# ---- btn_event_arbiter ----
**btn_event_arbiter: ports around the boundary**

Pins as bars across the die edge, other pins in grey.
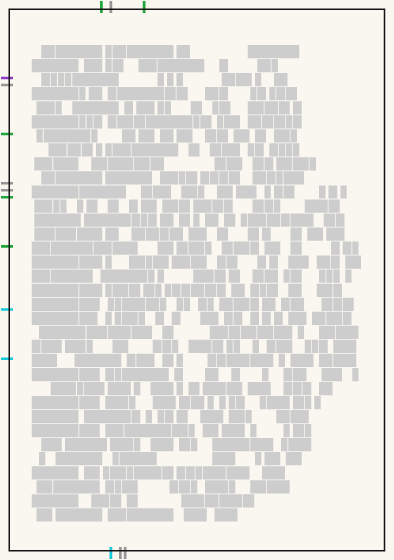
**btn_event_arbiter: M3 wires**

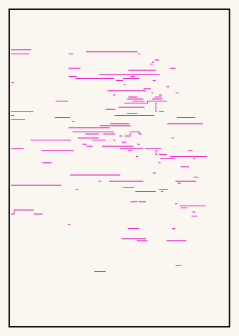
**btn_event_arbiter: clock distribution**

Bar = 20 um.
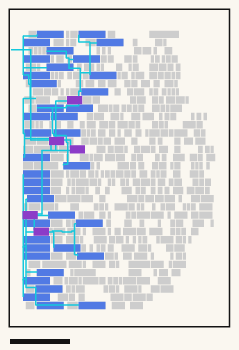
[config.mk]
export PLATFORM = sky130hd
export DESIGN_NAME = btn_event_arbiter
export DESIGN_NICKNAME = d
export VERILOG_FILES = /design/src/rtl/btn_evt_pkg.sv /design/src/rtl/btn_evt_fifo.sv /design/src/rtl/btn_event_arbiter.sv
export SDC_FILE = /design/constraint.sdc
export NUM_CORES = 1
export LEC_CHECK = 0
export CORE_ASPECT_RATIO = 1.5
export CORE_MARGIN = 4
export CORE_UTILIZATION = 62
export DETAILED_ROUTE_END_ITERATION = 6
export GPL_ROUTABILITY_DRIVEN = 0
export PLACE_DENSITY = 0.83
export SYNTH_ARGS = -nofsm -noshare
export SYNTH_HDL_FRONTEND = slang
export SYNTH_SLANG_ARGS = --single-unit
[constraint.sdc]
create_clock -name clk -period 7.79 [get_ports clk]
set_input_delay 1.1685 -clock clk [delete_from_list [all_inputs] [get_ports clk]]
set_output_delay 1.1685 -clock clk [all_outputs]
set_load 0.01 [all_outputs]
[src/rtl/btn_evt_pkg.sv]
// Shared types for the button event arbiter: per-button FSM states, the queued
// event record, and the hold-counter width helper.
package btn_evt_pkg;

  // Wide enough for the largest supported button count (8).
  localparam int unsigned IDX_W = 3;

  typedef enum logic [1:0] {
    WAIT_REL,
    IDLE,
    PRESSED,
    HELD
  } btn_state_t;

  typedef struct packed {
    logic [IDX_W-1:0] idx;
    logic             long_press;
  } btn_evt_t;

  function automatic int unsigned cnt_width(input int unsigned cycles);
    return $clog2(cycles);
  endfunction

endpackage

[src/rtl/btn_evt_fifo.sv]
// Show-ahead synchronous FIFO of button events; the head entry is visible on dout
// whenever empty is low. A push while full is accepted only alongside a pop.
module btn_evt_fifo
  import btn_evt_pkg::*;
#(
  parameter int unsigned DEPTH = 4
) (
  input  logic     clk,
  input  logic     rst_n,
  input  logic     push,
  input  btn_evt_t din,
  input  logic     pop,
  output btn_evt_t dout,
  output logic     full,
  output logic     empty
);

  localparam int unsigned AW = $clog2(DEPTH);

  btn_evt_t       mem [DEPTH];
  logic [AW-1:0]  wr_ptr;
  logic [AW-1:0]  rd_ptr;
  logic [AW:0]    count;
  logic           do_push;
  logic           do_pop;

  assign full    = (count == (AW+1)'(DEPTH));
  assign empty   = (count == '0);
  assign do_pop  = pop && !empty;
  assign do_push = push && (!full || do_pop);
  assign dout    = mem[rd_ptr];

  always_ff @(posedge clk or negedge rst_n) begin
    if (!rst_n) begin
      for (int unsigned i = 0; i < DEPTH; i++) mem[i] <= '0;
      wr_ptr <= '0;
      rd_ptr <= '0;
      count  <= '0;
    end else begin
      if (do_push) begin
        mem[wr_ptr] <= din;
        wr_ptr      <= wr_ptr + 1'b1;
      end
      if (do_pop) rd_ptr <= rd_ptr + 1'b1;
      case ({do_push, do_pop})
        2'b10:   count <= count + 1'b1;
        2'b01:   count <= count - 1'b1;
        default: count <= count;
      endcase
    end
  end

endmodule

[src/rtl/btn_event_arbiter.sv]
// Per-button press FSMs, pending slots and a round-robin arbiter feeding an event FIFO.
// Long-press classification is enabled by defining BTN_LONG_PRESS_EN.
module btn_event_arbiter
  import btn_evt_pkg::*;
#(
  parameter int unsigned NUM_BTN           = 5,
  parameter int unsigned LONG_PRESS_CYCLES = 100_000_000,
  parameter int unsigned FIFO_DEPTH        = 4
) (
  input  logic                       clk,
  input  logic                       rst_n,
  input  logic [NUM_BTN-1:0]         btn_level,
  output logic                       evt_valid,
  input  logic                       evt_ready,
  output logic [$clog2(NUM_BTN)-1:0] evt_btn,
  output logic                       evt_long,
  output logic                       ovf,
  input  logic                       ovf_clr
);

  localparam int unsigned BW = $clog2(NUM_BTN);

  if (NUM_BTN < 2 || NUM_BTN > 8) begin : g_bad_num_btn
    $error("NUM_BTN must be in 2..8");
  end
  if (LONG_PRESS_CYCLES < 2) begin : g_bad_long_press
    $error("LONG_PRESS_CYCLES must be at least 2");
  end

`ifdef BTN_LONG_PRESS_EN
  localparam int unsigned CW = cnt_width(LONG_PRESS_CYCLES);
  logic [CW-1:0] cnt_q [NUM_BTN];
  logic [CW-1:0] cnt_d [NUM_BTN];
`endif

  btn_state_t         st_q [NUM_BTN];
  btn_state_t         st_d [NUM_BTN];
  logic [NUM_BTN-1:0] raise;
  logic [NUM_BTN-1:0] raise_long;
  logic [NUM_BTN-1:0] pend_v;
  logic [NUM_BTN-1:0] pend_long;
  logic [NUM_BTN-1:0] grant;
  logic               grant_any;
  logic [BW-1:0]      grant_idx;
  logic [BW-1:0]      rr_ptr;
  logic               fifo_full;
  logic               fifo_empty;
  logic               pop;
  logic               can_accept;
  logic               ovf_set;
  btn_evt_t           push_evt;
  btn_evt_t           head;

  always_comb begin
    for (int unsigned i = 0; i < NUM_BTN; i++) begin
      st_d[i]       = st_q[i];
      raise[i]      = 1'b0;
      raise_long[i] = 1'b0;
`ifdef BTN_LONG_PRESS_EN
      cnt_d[i]      = cnt_q[i];
`endif
      case (st_q[i])
        WAIT_REL: if (!btn_level[i]) st_d[i] = IDLE;
        IDLE: begin
          if (btn_level[i]) begin
            st_d[i] = PRESSED;
`ifdef BTN_LONG_PRESS_EN
            cnt_d[i] = '0;
`else
            raise[i] = 1'b1;
`endif
          end
        end
        PRESSED: begin
`ifdef BTN_LONG_PRESS_EN
          if (btn_level[i]) begin
            if (cnt_q[i] != '1) cnt_d[i] = cnt_q[i] + 1'b1;
            // Counter about to reach LONG_PRESS_CYCLES-1 this cycle.
            if (cnt_q[i] == CW'(LONG_PRESS_CYCLES - 2)) begin
              raise[i]      = 1'b1;
              raise_long[i] = 1'b1;
              st_d[i]       = HELD;
            end
          end else begin
            raise[i] = 1'b1;
            st_d[i]  = IDLE;
          end
`else
          if (!btn_level[i]) st_d[i] = IDLE;
`endif
        end
        HELD:    if (!btn_level[i]) st_d[i] = IDLE;
        default: st_d[i] = WAIT_REL;
      endcase
    end
  end

  assign pop        = !fifo_empty && evt_ready;
  assign can_accept = !fifo_full || pop;

  always_comb begin
    int unsigned idx;
    idx       = 0;
    grant     = '0;
    grant_any = 1'b0;
    grant_idx = '0;
    if (can_accept) begin
      for (int unsigned off = 0; off < NUM_BTN; off++) begin
        idx = (int'(rr_ptr) + off) % NUM_BTN;
        if (!grant_any && pend_v[idx]) begin
          grant_any  = 1'b1;
          grant_idx  = BW'(idx);
          grant[idx] = 1'b1;
        end
      end
    end
  end

  always_comb begin
    push_evt            = '0;
    push_evt.idx        = IDX_W'(grant_idx);
    push_evt.long_press = pend_long[grant_idx];
  end

  assign ovf_set = |(raise & pend_v & ~grant);

  always_ff @(posedge clk or negedge rst_n) begin
    if (!rst_n) begin
      for (int unsigned i = 0; i < NUM_BTN; i++) begin
        st_q[i] <= WAIT_REL;
`ifdef BTN_LONG_PRESS_EN
        cnt_q[i] <= '0;
`endif
      end
      pend_v    <= '0;
      pend_long <= '0;
      rr_ptr    <= '0;
      ovf       <= 1'b0;
    end else begin
      for (int unsigned i = 0; i < NUM_BTN; i++) begin
        st_q[i] <= st_d[i];
`ifdef BTN_LONG_PRESS_EN
        cnt_q[i] <= cnt_d[i];
`endif
        // A new event lands in the slot even when the old one is granted this cycle.
        if (raise[i]) begin
          pend_v[i]    <= 1'b1;
          pend_long[i] <= raise_long[i];
        end else if (grant[i]) begin
          pend_v[i] <= 1'b0;
        end
      end
      if (grant_any)
        rr_ptr <= (grant_idx == BW'(NUM_BTN - 1)) ? '0 : grant_idx + 1'b1;
      if (ovf_set)      ovf <= 1'b1;
      else if (ovf_clr) ovf <= 1'b0;
    end
  end

  btn_evt_fifo #(
    .DEPTH(FIFO_DEPTH)
  ) u_fifo (
    .clk   (clk),
    .rst_n (rst_n),
    .push  (grant_any),
    .din   (push_evt),
    .pop   (pop),
    .dout  (head),
    .full  (fifo_full),
    .empty (fifo_empty)
  );

  assign evt_valid = !fifo_empty;
  assign evt_btn   = head.idx[BW-1:0];
  assign evt_long  = head.long_press;

endmodule

==> flow_summary.toml <==
# implementation run metrics
[route]
drcViolationCount = 0

[cells_and_area]
mostFrequentLayoutCells = "51 x nand2_1, 38 x dfrtp_1, 36 x ha_1, 29 x nor2_1, 25 x inv_1"

[timing]
finalClockPeriodUsage = 0.882

[yosys]
synth.cellmix.compoundShare = 0.241
synth.distinct_cells = 75
synth_nets = 510
ys.flop_type = "dfrtp_1"

[worst_hold_path]
min_from = "u_fifo.count[2]$_DFFE_PN0P_"
worstHoldEndpoint = "u_fifo.count[2]$_DFFE_PN0P_"

[status]
status = "finished, final reports clean"

[clock_network]
clkSinkCount = 38

[floorplan]
fp_util = 0.653

[critical_path]
timing.rr.end = "rr_ptr[0]$_DFFE_PN0P_"
crit_type = "reg2reg"

[grt]
grt_max_degree = 39
About 'ports around the boundary' of btn_event_arbiter:
| colour | port | pins | direction | edge |
|---|---|---|---|---|
| cyan | evt_btn | 3 | output | 2 left, 1 bottom |
| purple | clk | 1 | input | left |
| green | btn_level | 5 | input | 3 left, 2 top |
IO buf count: 13
chip width: 72.4 um
Vert. Die Dim: 105 um

About 'M3 wires' of btn_event_arbiter:
wire length on this layer: 481 um
main direction: horizontal
share of all routed wire: 4.7%
longest straight run: 19.8 um
total number of vias: 3624
grt met3 use: 0.0394
overall routed net length: 10.3 mm

About 'clock distribution' of btn_event_arbiter:
[purple] clock-net drivers | count: 5
[cyan] clock wires | length: 433 um
[blue] flip-flops | count: 38
routed clock nets: 6
Fin Clk Skew: 0.0112 ns
Latency at later pin: 0.29 ns

-- state kept, by name, summed over array words and instances, names as in the netlist --
name and count:
ovf 1, st_q 10, u_fifo.mem 12, rr_ptr 3, u_fifo.rd_ptr 2, pend_v 5, u_fifo.count 3, u_fifo.wr_ptr 2
-- per-stage QoR --
step	cell area (sq um)	instances	hold WS, ns	worst slack (ns)
2_1_floorplan	3860	463	0.447	2.21
3_3_place_gp	4030	535	0.469	1.22
3_5_place_dp	4030	535	0.481	1.11
4_1_cts	4120	543	0.492	1.04
5_1_grt	4120	543	0.517	0.391
6_report	4120	543	0.488	0.923
-- area by class of cell --
| class | count | area share |
|---|---|---|
| clock buffer | 7 | 0.0210 |
| clock inverter | 1 | 0.00122 |
| inverter | 29 | 0.0264 |
| multi-input combinational | 381 | 0.665 |
| sequential | 38 | 0.231 |
| tap | 72 | 0.0219 |
| timing repair buffer | 15 | 0.0340 |

# ---- fpu_arbiter_flat ----
**fpu_arbiter_flat: ports around the boundary**

Pins as bars across the die edge, other pins in grey.
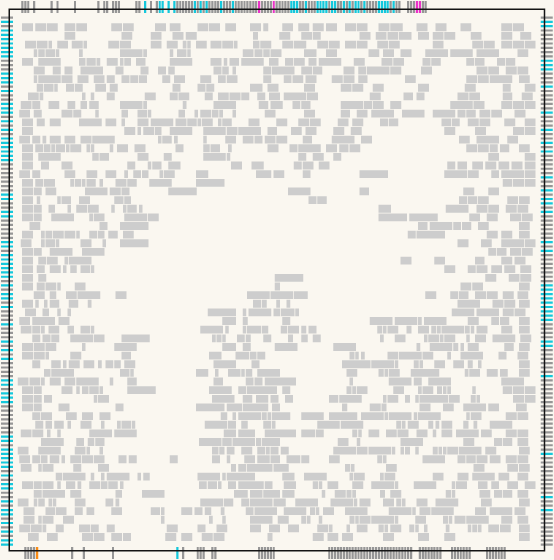
<file path="config.mk">
export PLATFORM = sky130hd
export DESIGN_NAME = fpu_arbiter_flat
export DESIGN_NICKNAME = d
export VERILOG_FILES = /design/src/rtl/fpu_arbiter_if.sv /design/src/rtl/fpu_arbiter.sv /design/src/flat_wrapper.sv
export SDC_FILE = /design/constraint.sdc
export NUM_CORES = 1
export LEC_CHECK = 0
export CORE_AREA = 2 2 166 168
export DETAILED_ROUTE_END_ITERATION = 6
export DIE_AREA = 0 0 168 170
export PLACE_DENSITY_LB_ADDON = 0.2
export REMOVE_ABC_BUFFERS = 1
export SKIP_CTS_REPAIR_TIMING = 1
export SYNTH_ARGS = -nofsm -noshare
export SYNTH_HDL_FRONTEND = slang
export SYNTH_SLANG_ARGS = --single-unit
</file>
<file path="constraint.sdc">
create_clock -name clk -period 3.5 [get_ports clk]
set_input_delay 1.05 -clock clk [delete_from_list [all_inputs] [get_ports clk]]
set_output_delay 1.05 -clock clk [all_outputs]
set_load 0.01 [all_outputs]
</file>
<file path="src/rtl/fpu_arbiter_if.sv">
// fpu_arbiter_if: requester-side and FPU-side signals of the shared-FPU arbiter.
// The slave modport is the arbiter's view. The master modport is the view
// of whatever surrounds it: the requesters plus the FPU core.
interface fpu_arbiter_if #(
  parameter int NREQ = 4
);
  // Requester side: one slice of each bus per requester.
  logic [NREQ-1:0]   req_valid;
  logic [NREQ-1:0]   req_ready;
  logic [32*NREQ-1:0] req_A;
  logic [32*NREQ-1:0] req_B;
  logic [2*NREQ-1:0] req_Sel;
  logic [2*NREQ-1:0] req_round;

  // FPU core side.
  logic [31:0]       fpu_A;
  logic [31:0]       fpu_B;
  logic [1:0]        fpu_Sel;
  logic [1:0]        fpu_round;
  logic              fpu_start;
  logic [31:0]       fpu_Y;
  logic              fpu_Error;
  logic              fpu_Overflow;

  // Response side: the result bus is shared and the strobe is one-hot.
  logic [NREQ-1:0]   rsp_valid;
  logic [31:0]       rsp_Y;
  logic              rsp_Error;
  logic              rsp_Overflow;

  modport slave (
    input  req_valid, req_A, req_B, req_Sel, req_round,
    input  fpu_Y, fpu_Error, fpu_Overflow,
    output req_ready,
    output fpu_A, fpu_B, fpu_Sel, fpu_round, fpu_start,
    output rsp_valid, rsp_Y, rsp_Error, rsp_Overflow
  );

  modport master (
    output req_valid, req_A, req_B, req_Sel, req_round,
    output fpu_Y, fpu_Error, fpu_Overflow,
    input  req_ready,
    input  fpu_A, fpu_B, fpu_Sel, fpu_round, fpu_start,
    input  rsp_valid, rsp_Y, rsp_Error, rsp_Overflow
  );
endinterface

</file>
<file path="src/rtl/fpu_arbiter.sv">
// fpu_arbiter: shares one fixed-latency FPU core among NREQ requesters.
// Grants go round-robin, and only one operation is in flight at a time.
// The FPU has no done signal, so a counter sets the moment at which the
// result is captured.
// Optional build macro FPU_ARB_STATS_EN adds the err_cnt and ovf_cnt
// saturating event counters. The block is complete without it.
module fpu_arbiter #(
  parameter int NREQ    = 4,  // requesters, 2..8
  parameter int LATENCY = 4   // FPU start cycle to result-valid cycle, >= 1
) (
  input  logic         clk,
  input  logic         rst,
  fpu_arbiter_if.slave bus,
  output logic         busy
`ifdef FPU_ARB_STATS_EN
  ,
  output logic [15:0]  err_cnt,
  output logic [15:0]  ovf_cnt
`endif
);

  localparam int IW = $clog2(NREQ);
  localparam int CW = $clog2(LATENCY + 1);

  // One extra bit so that last + k (k <= NREQ) cannot overflow before the wrap.
  typedef logic [IW:0] wide_idx_t;

  localparam logic [IW-1:0] LAST_RST = IW'(NREQ - 1);
  localparam logic [CW-1:0] CNT_DONE = CW'(LATENCY);

  typedef enum logic [1:0] {
    IDLE  = 2'd0,
    ISSUE = 2'd1,
    WAIT  = 2'd2,
    RESP  = 2'd3
  } state_t;

  state_t          state;
  logic [IW-1:0]   last;        // most recent grant; also owner of the op in flight
  logic [CW-1:0]   cnt;         // cycles since the FPU start; saturates at LATENCY

  logic            grant_found;
  logic [IW-1:0]   grant_idx;
  wide_idx_t       sum;
  logic [31:0]     sel_A;
  logic [31:0]     sel_B;
  logic [1:0]      sel_Sel;
  logic [1:0]      sel_round;

  // Round-robin search: the first valid requester after last, with wrap-around.
  // NOTE: every signal written in always_comb gets a default value first; without that, any path that skips an assignment would infer a latch.
  always_comb begin
    grant_found = 1'b0;
    grant_idx   = '0;
    sum         = '0;
    for (int k = 1; k <= NREQ; k++) begin
      sum = wide_idx_t'(last) + wide_idx_t'(k);
      if (sum >= wide_idx_t'(NREQ)) sum = sum - wide_idx_t'(NREQ);
      if (!grant_found && bus.req_valid[sum[IW-1:0]]) begin
        grant_found = 1'b1;
        grant_idx   = sum[IW-1:0];
      end
    end
  end

  // Select the winning requester's operands for latching.
  always_comb begin
    sel_A     = '0;
    sel_B     = '0;
    sel_Sel   = '0;
    sel_round = '0;
    for (int i = 0; i < NREQ; i++) begin
      if (grant_idx == IW'(i)) begin
        sel_A     = bus.req_A[32*i +: 32];
        sel_B     = bus.req_B[32*i +: 32];
        sel_Sel   = bus.req_Sel[2*i +: 2];
        sel_round = bus.req_round[2*i +: 2];
      end
    end
  end

  // Ready is combinational, so a requester learns in the same cycle that it was accepted.
  // It is held low during reset so that no acceptance is advertised that will not take effect.
  always_comb begin
    bus.req_ready = '0;
    if (state == IDLE && !rst && grant_found) bus.req_ready[grant_idx] = 1'b1;
  end

  assign busy = (state != IDLE);

  // Control FSM: grant, issue the start pulse, count the FPU latency, return the result.
  // NOTE: sequential state uses non-blocking assignments, so every register in this block samples its inputs from before the clock edge.
  always_ff @(posedge clk) begin
    if (rst) begin
      state            <= IDLE;
      last             <= LAST_RST;
      cnt              <= '0;
      bus.fpu_A        <= '0;
      bus.fpu_B        <= '0;
      bus.fpu_Sel      <= '0;
      bus.fpu_round    <= '0;
      bus.fpu_start    <= 1'b0;
      bus.rsp_valid    <= '0;
      bus.rsp_Y        <= '0;
      bus.rsp_Error    <= 1'b0;
      bus.rsp_Overflow <= 1'b0;
    end else begin
      bus.fpu_start <= 1'b0;
      bus.rsp_valid <= '0;
      case (state)
        IDLE: begin
          if (grant_found) begin
            // The operands stay in these registers until the next grant.
            // That keeps the FPU inputs stable across the whole operation.
            bus.fpu_A     <= sel_A;
            bus.fpu_B     <= sel_B;
            bus.fpu_Sel   <= sel_Sel;
            bus.fpu_round <= sel_round;
            bus.fpu_start <= 1'b1;
            last          <= grant_idx;
            state         <= ISSUE;
          end
        end
        ISSUE: begin
          cnt   <= CW'(1);
          state <= WAIT;
        end
        WAIT: begin
          if (cnt == CNT_DONE) begin
            bus.rsp_Y        <= bus.fpu_Y;
            bus.rsp_Error    <= bus.fpu_Error;
            bus.rsp_Overflow <= bus.fpu_Overflow;
            bus.rsp_valid[last] <= 1'b1;
            state            <= RESP;
          end else begin
            cnt <= cnt + 1'b1;
          end
        end
        RESP: begin
          state <= IDLE;
        end
        default: state <= IDLE;
      endcase
    end
  end

`ifdef FPU_ARB_STATS_EN
  // Count the returned error and overflow results. Both counters saturate instead of wrapping.
  always_ff @(posedge clk) begin
    if (rst) begin
      err_cnt <= '0;
      ovf_cnt <= '0;
    end else if (state == RESP) begin
      if (bus.rsp_Error && err_cnt != 16'hFFFF)    err_cnt <= err_cnt + 16'd1;
      if (bus.rsp_Overflow && ovf_cnt != 16'hFFFF) ovf_cnt <= ovf_cnt + 16'd1;
    end
  end
`endif

endmodule

</file>
<file path="src/flat_wrapper.sv">
// flat-port wrapper written by rule: the top's interface ports become plain ports
module fpu_arbiter_flat 
#(
  parameter int NREQ    = 4,                     
  parameter int LATENCY = 4                                                 
)
  (clk, rst, busy, bus_req_valid, bus_req_A, bus_req_B, bus_req_Sel, bus_req_round, bus_fpu_Y, bus_fpu_Error, bus_fpu_Overflow, bus_req_ready, bus_fpu_A, bus_fpu_B, bus_fpu_Sel, bus_fpu_round, bus_fpu_start, bus_rsp_valid, bus_rsp_Y, bus_rsp_Error, bus_rsp_Overflow);
  fpu_arbiter_if #(.NREQ(NREQ)) bus_i ();
  input  logic clk;
  input  logic rst;
  output logic busy;
  input wire logic [$bits(bus_i.req_valid)-1:0] bus_req_valid;
  input wire logic [$bits(bus_i.req_A)-1:0] bus_req_A;
  input wire logic [$bits(bus_i.req_B)-1:0] bus_req_B;
  input wire logic [$bits(bus_i.req_Sel)-1:0] bus_req_Sel;
  input wire logic [$bits(bus_i.req_round)-1:0] bus_req_round;
  input wire logic [$bits(bus_i.fpu_Y)-1:0] bus_fpu_Y;
  input wire logic [$bits(bus_i.fpu_Error)-1:0] bus_fpu_Error;
  input wire logic [$bits(bus_i.fpu_Overflow)-1:0] bus_fpu_Overflow;
  output wire logic [$bits(bus_i.req_ready)-1:0] bus_req_ready;
  output wire logic [$bits(bus_i.fpu_A)-1:0] bus_fpu_A;
  output wire logic [$bits(bus_i.fpu_B)-1:0] bus_fpu_B;
  output wire logic [$bits(bus_i.fpu_Sel)-1:0] bus_fpu_Sel;
  output wire logic [$bits(bus_i.fpu_round)-1:0] bus_fpu_round;
  output wire logic [$bits(bus_i.fpu_start)-1:0] bus_fpu_start;
  output wire logic [$bits(bus_i.rsp_valid)-1:0] bus_rsp_valid;
  output wire logic [$bits(bus_i.rsp_Y)-1:0] bus_rsp_Y;
  output wire logic [$bits(bus_i.rsp_Error)-1:0] bus_rsp_Error;
  output wire logic [$bits(bus_i.rsp_Overflow)-1:0] bus_rsp_Overflow;
  assign bus_i.req_valid = bus_req_valid;
  assign bus_i.req_A = bus_req_A;
  assign bus_i.req_B = bus_req_B;
  assign bus_i.req_Sel = bus_req_Sel;
  assign bus_i.req_round = bus_req_round;
  assign bus_i.fpu_Y = bus_fpu_Y;
  assign bus_i.fpu_Error = bus_fpu_Error;
  assign bus_i.fpu_Overflow = bus_fpu_Overflow;
  assign bus_req_ready = bus_i.req_ready;
  assign bus_fpu_A = bus_i.fpu_A;
  assign bus_fpu_B = bus_i.fpu_B;
  assign bus_fpu_Sel = bus_i.fpu_Sel;
  assign bus_fpu_round = bus_i.fpu_round;
  assign bus_fpu_start = bus_i.fpu_start;
  assign bus_rsp_valid = bus_i.rsp_valid;
  assign bus_rsp_Y = bus_i.rsp_Y;
  assign bus_rsp_Error = bus_i.rsp_Error;
  assign bus_rsp_Overflow = bus_i.rsp_Overflow;
  fpu_arbiter #(.NREQ(NREQ), .LATENCY(LATENCY)) u_core (.clk(clk), .rst(rst), .bus(bus_i), .busy(busy));
endmodule
</file>
==> flow_summary.toml <==
# implementation run metrics
[grt]
use_met1 = 0.193
grt_max_degree = 74

[clock_network]
clkSinkCount = 114
cts_made_buffers = 17

[timing]
clock_skew_ns = 0.0138
worst_slew_margin_rel = 0.335
maxSlewViolCount = 0

[cells_and_area]
layout.nets = 1494
layout.cells.non_filler = 1526
diodes = 0
mostFrequentLayoutCells = "414 x clkdlybuf4s50_1, 114 x dfxtp_1, 76 x nor2_1, 73 x nand2_1, 65 x mux2i_1"

[yosys]
synthXorXnorAreaFrac = 0
synth.yosys.seq_area_share = 0.353
yosysWarnings = 0
yosys.area.top_type = "dfxtp_1"
synth_chip_area_sq_um = 6470
ys.flop_type = "dfxtp_1"

[critical_path]
path_max_fanout = 4
critical_path.max_stage_delay_ns = 0.48
setup.worst_path.start = "bus_req_valid[0]"
cp-endpoint = "bus_req_ready[1]"

[route]
dr_wl_met2_mm = 14.2
num_vias = 7162
viasPerCell = 4.69

[status]
status = "finished, final reports clean"

[worst_hold_path]
worstHoldEndpoint = "u_core.bus.rsp_Y[12]$_SDFFE_PP0P_"

[pwr]
p_per_area_nw_per_um2 = 756

[flow_run]
max_cap_viol_count = 0
About 'ports around the boundary' of fpu_arbiter_flat:
| colour | port | pins | direction | edge |
|---|---|---|---|---|
| cyan | bus_req_A | 128 | input | 65 left, 32 right, 30 top, 1 bottom |
| magenta | bus_req_ready | 4 | output | top |
| orange | rst | 1 | input | bottom |
all pins by edge: 123 right, 123 left, 106 top, 72 bottom
chip width: 168 um
IO buf count: 423

-- logic make-up (layout without fill, tap and decap cells) --
family / after synthesis / in the layout
buffers and inverters: 118 / 546
muxes: 71 / 71
adders and majority gates: 10 / 10
and+or+nand+nor: 248 / 248
AOI/OAI and AO/OA: 196 / 196
DFF: 114 / 114
-- final cells by class --
cell class              count  area [sq um]  share of cell area
clock buffers              17           425              0.0359
repair buffers            470          4660               0.393
flip-flops and latches    114          2280               0.193
well taps                 341           427              0.0360
inverters                  44           165              0.0139
multi-input cells         525          3750               0.316
clock inverters            15           138              0.0116
-- where the power goes --
group / switching, mW / internal (mW)
Combinational: 2.84 / 2.62
Sequential: 0.166 / 1.63
Clock: 0.753 / 0.940
-- through the flow --
step,setup WS [ns],utilization
6_report,0.0180,0.444
4_1_cts,-0.993,0.438
3_3_place_gp,-0.948,0.417
3_5_place_dp,-0.994,0.417
5_1_grt,-0.0191,0.444
2_1_floorplan,-1.84,-
-- registers in the layout, summed over array words and instances (netlist names), 3 cells and up --
signal	cells
u_core.bus.rsp_valid	4
u_core.bus.fpu_B	32
u_core.cnt	3
u_core.bus.fpu_A	32
u_core.bus.rsp_Y	32

# ---- tmp_decimator ----
**tmp_decimator: cell placement**

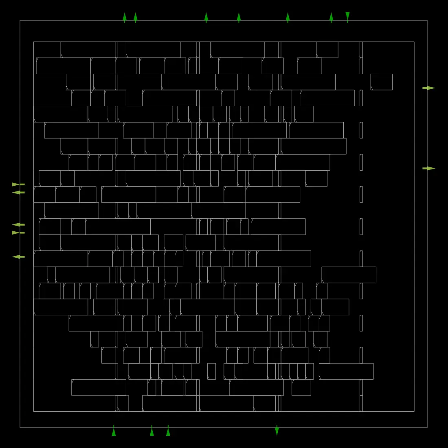
**tmp_decimator: clock distribution**

Bar = 20 um.
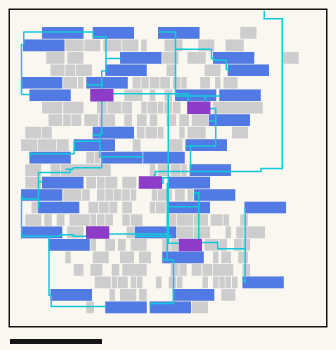
**tmp_decimator: ports around the boundary**

Pins as bars across the die edge, other pins in grey.
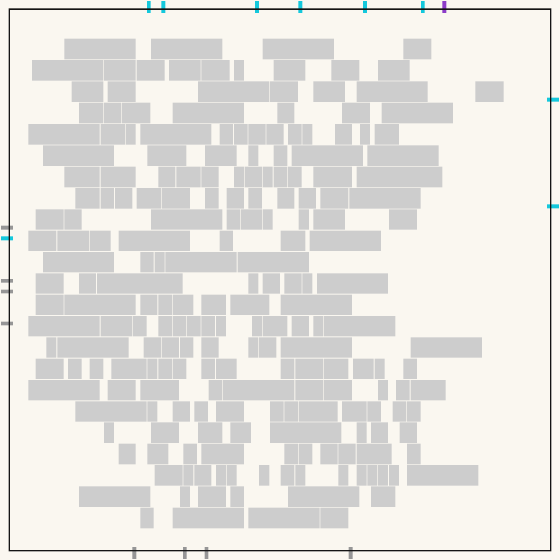
### config.mk
export PLATFORM = sky130hd
export DESIGN_NAME = tmp_decimator
export DESIGN_NICKNAME = d
export VERILOG_FILES = /design/src/rtl/tmp_pkg.sv /design/src/rtl/tmp_result_hold.sv /design/src/rtl/tmp_decimator.sv
export SDC_FILE = /design/constraint.sdc
export NUM_CORES = 1
export LEC_CHECK = 0
export CORE_MARGIN = 2
export CORE_UTILIZATION = 45
export DETAILED_ROUTE_END_ITERATION = 8
export PLACE_DENSITY = 0.76
export REMOVE_ABC_BUFFERS = 1
export SYNTH_ARGS = -nofsm -noshare
export SYNTH_HDL_FRONTEND = slang
export SYNTH_SLANG_ARGS = --single-unit
### constraint.sdc
create_clock -name clk -period 2.7 [get_ports clk]
set_input_delay 0.54 -clock clk [delete_from_list [all_inputs] [get_ports clk]]
set_output_delay 0.54 -clock clk [all_outputs]
set_load 0.01 [all_outputs]
### src/rtl/tmp_pkg.sv
// Shared types and default parameters for the temperature-sensor decimator.
package tmp_pkg;

  localparam int unsigned OSR_LOG2_DEF = 8;
  localparam int unsigned SETTLE_DEF   = 4;
  localparam int unsigned SETTLE_CNT_W = 6;

  typedef enum logic [1:0] {
    IDLE   = 2'd0,
    SETTLE = 2'd1,
    ACCUM  = 2'd2
  } state_t;

endpackage

### src/rtl/tmp_result_hold.sv
// Single-entry valid/ready holding register for finished conversion codes.
module tmp_result_hold #(
  parameter int unsigned W = 9
) (
  input  logic         clk,
  input  logic         reset,
  input  logic         load,
  input  logic [W-1:0] code_in,
  input  logic         ready,
  output logic [W-1:0] code,
  output logic         valid,
  output logic         drop
);

  logic take;

  // A new result is taken when the slot is empty or is being drained this cycle.
  assign take = load && (!valid || ready);
  assign drop = load && valid && !ready;

  always_ff @(posedge clk or negedge reset) begin
    if (!reset) begin
      code  <= '0;
      valid <= 1'b0;
    end else if (take) begin
      code  <= code_in;
      valid <= 1'b1;
    end else if (valid && ready) begin
      valid <= 1'b0;
    end
  end

endmodule

### src/rtl/tmp_decimator.sv
// Counts comparator ones over 2^OSR_LOG2 samples after a settle period.
module tmp_decimator #(
  parameter int unsigned OSR_LOG2 = tmp_pkg::OSR_LOG2_DEF,
  parameter int unsigned SETTLE   = tmp_pkg::SETTLE_DEF
) (
  input  logic              clk,
  input  logic              reset,
  input  logic              en,
  input  logic              sample,
  input  logic              cmp,
  output logic [OSR_LOG2:0] code,
  output logic              valid,
  input  logic              ready,
  output logic              busy,
  output logic              overrun
);

  import tmp_pkg::state_t;
  import tmp_pkg::IDLE;
  import tmp_pkg::ACCUM;

  localparam int unsigned NW = OSR_LOG2;
  localparam int unsigned CW = OSR_LOG2 + 1;
  localparam int unsigned SW = tmp_pkg::SETTLE_CNT_W;

  state_t        state, state_next;
  logic [SW-1:0] settle_cnt, settle_next;
  logic [NW-1:0] n, n_next;
  logic [CW-1:0] ones, ones_next;
  logic [CW-1:0] final_c;
  logic          load_c;
  logic          start_c;
  logic          drop;

  assign final_c = ones + CW'(cmp);

  // Next-state and counter update.
  always_comb begin
    state_next  = state;
    settle_next = settle_cnt;
    n_next      = n;
    ones_next   = ones;
    load_c      = 1'b0;
    start_c     = 1'b0;
    unique case (state)
      IDLE: begin
        if (en) begin
          start_c     = 1'b1;
          settle_next = '0;
          n_next      = '0;
          ones_next   = '0;
          state_next  = (SETTLE == 0) ? ACCUM : tmp_pkg::SETTLE;
        end
      end
      tmp_pkg::SETTLE: begin
        if (!en) begin
          state_next = IDLE;
        end else if (sample) begin
          if (settle_cnt == SW'(SETTLE - 1)) begin
            state_next  = ACCUM;
            settle_next = '0;
            n_next      = '0;
            ones_next   = '0;
          end else begin
            settle_next = settle_cnt + SW'(1);
          end
        end
      end
      ACCUM: begin
        if (!en) begin
          state_next = IDLE;
        end else if (sample) begin
          if (&n) begin
            load_c    = 1'b1;
            n_next    = '0;
            ones_next = '0;
          end else begin
            n_next    = n + NW'(1);
            ones_next = final_c;
          end
        end
      end
      default: state_next = IDLE;
    endcase
  end

  always_ff @(posedge clk or negedge reset) begin
    if (!reset) begin
      state      <= IDLE;
      settle_cnt <= '0;
      n          <= '0;
      ones       <= '0;
      busy       <= 1'b0;
      overrun    <= 1'b0;
    end else begin
      state      <= state_next;
      settle_cnt <= settle_next;
      n          <= n_next;
      ones       <= ones_next;
      busy       <= (state_next != IDLE);
      // Sticky until the next enable starts a fresh conversion run.
      overrun    <= (overrun && !start_c) || drop;
    end
  end

  tmp_result_hold #(.W(CW)) u_hold (
    .clk     (clk),
    .reset   (reset),
    .load    (load_c),
    .code_in (final_c),
    .ready   (ready),
    .code    (code),
    .valid   (valid),
    .drop    (drop)
  );

endmodule

==> flow_summary.toml <==
# implementation run metrics
[status]
status = "finished, final reports clean"

[clock_network]
clkSinkCount = 37
clockRootBuffer = "clkbuf_8"

[cells_and_area]
buf_share = 0.0835
dominant_cells = "sequential cells"
layout.nets = 219
clkCellAreaFrac = 0.0595

[floorplan]
die-area_sq_um = 4750

[timing]
maxSlewViolCount = 0
setup_viol = 0

[yosys]
synthXorXnorAreaFrac = 0.0323
synth.most_common_cell = "dfrtp_1"
mux_area_frac = 0.0647

[critical_path]
setup.worst_path.start = "cmp"
end_kind = "register"
r2r_setup_slack_ns = 0.60
cp.depth = 7

[route]
final_antenna_net_count = 0

[worst_hold_path]
min_path_type = "in2async"

[grt]
antenna_found_initial = 0
About 'cell placement' of tmp_decimator:
flop count: 37
Cell Count, Final, Fillers Out: 260

About 'clock distribution' of tmp_decimator:
[purple] clock-net drivers | count: 5
[cyan] clock wires | length: 501 um
[blue] flip-flops | count: 37
routed clock nets: 6
Fin Clk Skew: 0.00658 ns
Clk. pwr: 0.568 mW
Latency at later pin: 0.29 ns
clock share of power: 0.467

About 'ports around the boundary' of tmp_decimator:
| colour | port | pins | direction | edge |
|---|---|---|---|---|
| cyan | code | 9 | output | 6 top, 2 right, 1 left |
| purple | clk | 1 | input | top |
all pins by edge: 7 top, 5 left, 4 bottom, 2 right
chip width: 68.9 um
Vert. Die Dim: 68.9 um
IO buf count: 17

==> flip-flops by register name, summed over array words and instances (netlist names) <==
| signal | count |
|---|---|
| ones | 9 |
| u_hold.code | 9 |
| n | 8 |
| settle_cnt | 6 |
| state | 2 |
| busy | 1 |
| overrun | 1 |
| u_hold.valid | 1 |
==> routing by layer <==
metal / GRT usage / wire length, um / vias up
met3: 0.0552 / 208 / 6
met2: 0.280 / 1710 / 41
met1: 0.232 / 1690 / 705
met5: 0 / 0 / -
li1: - / - / 725
met4: 0.0662 / 65 / 0
==> cells in the final DEF (no fill, tap or decap), types with 4 or more instances in the layout <==
master / instances
dfrtp_1: 37
xnor2_1: 6
nor2_1: 14
nand2_1: 12
o21ai_1: 4
clkbuf_8: 5
and3_1: 7
mux2_2: 7
a221o_1: 7
nand3_1: 7
clkdlybuf4s50_1: 16
or2_2: 5
ha_1: 4
nor2b_1: 4
o21ai_0: 13
a21oi_1: 8
inv_1: 8
nor3_1: 7
==> power by group <==
| part | switching [mW] | internal, mW |
|---|---|---|
| sequential | 0.0139 | 0.565 |
| combinational | 0.0429 | 0.0275 |
| clock | 0.201 | 0.367 |
| total | 0.258 | 0.959 |


==> layout pictures side by side <==
Cell area per tile.
shot_01.png
The die is cut into 17 by 17 equal tiles; white is low, dark blue is high, 0 to 100% covered.
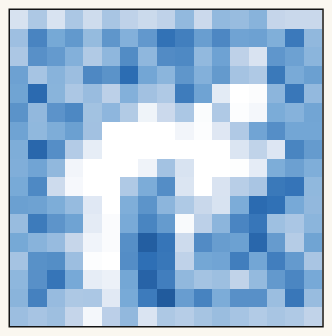
shot_02.png
The die is cut into 7 by 10 equal tiles; white is low, dark blue is high, 0 to 100% covered.
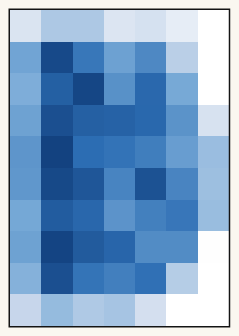
shot_03.png
The die is cut into 7 by 7 equal tiles; white is low, dark blue is high, 0 to 100% covered.
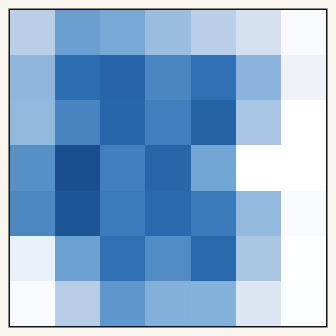
shot_02.png -> btn_event_arbiter
shot_01.png -> fpu_arbiter_flat
shot_03.png -> tmp_decimator
- lowest utilization: shot_01.png
- highest utilization: shot_02.png

Key to shot_03.png:
mean over tiles: 46%
fullest tile: 88%
tiles over 75% full: 18%
nearly empty tiles: 10%
emptiest ninth of the die: middle right

Power and IR drop assume default switching activity.
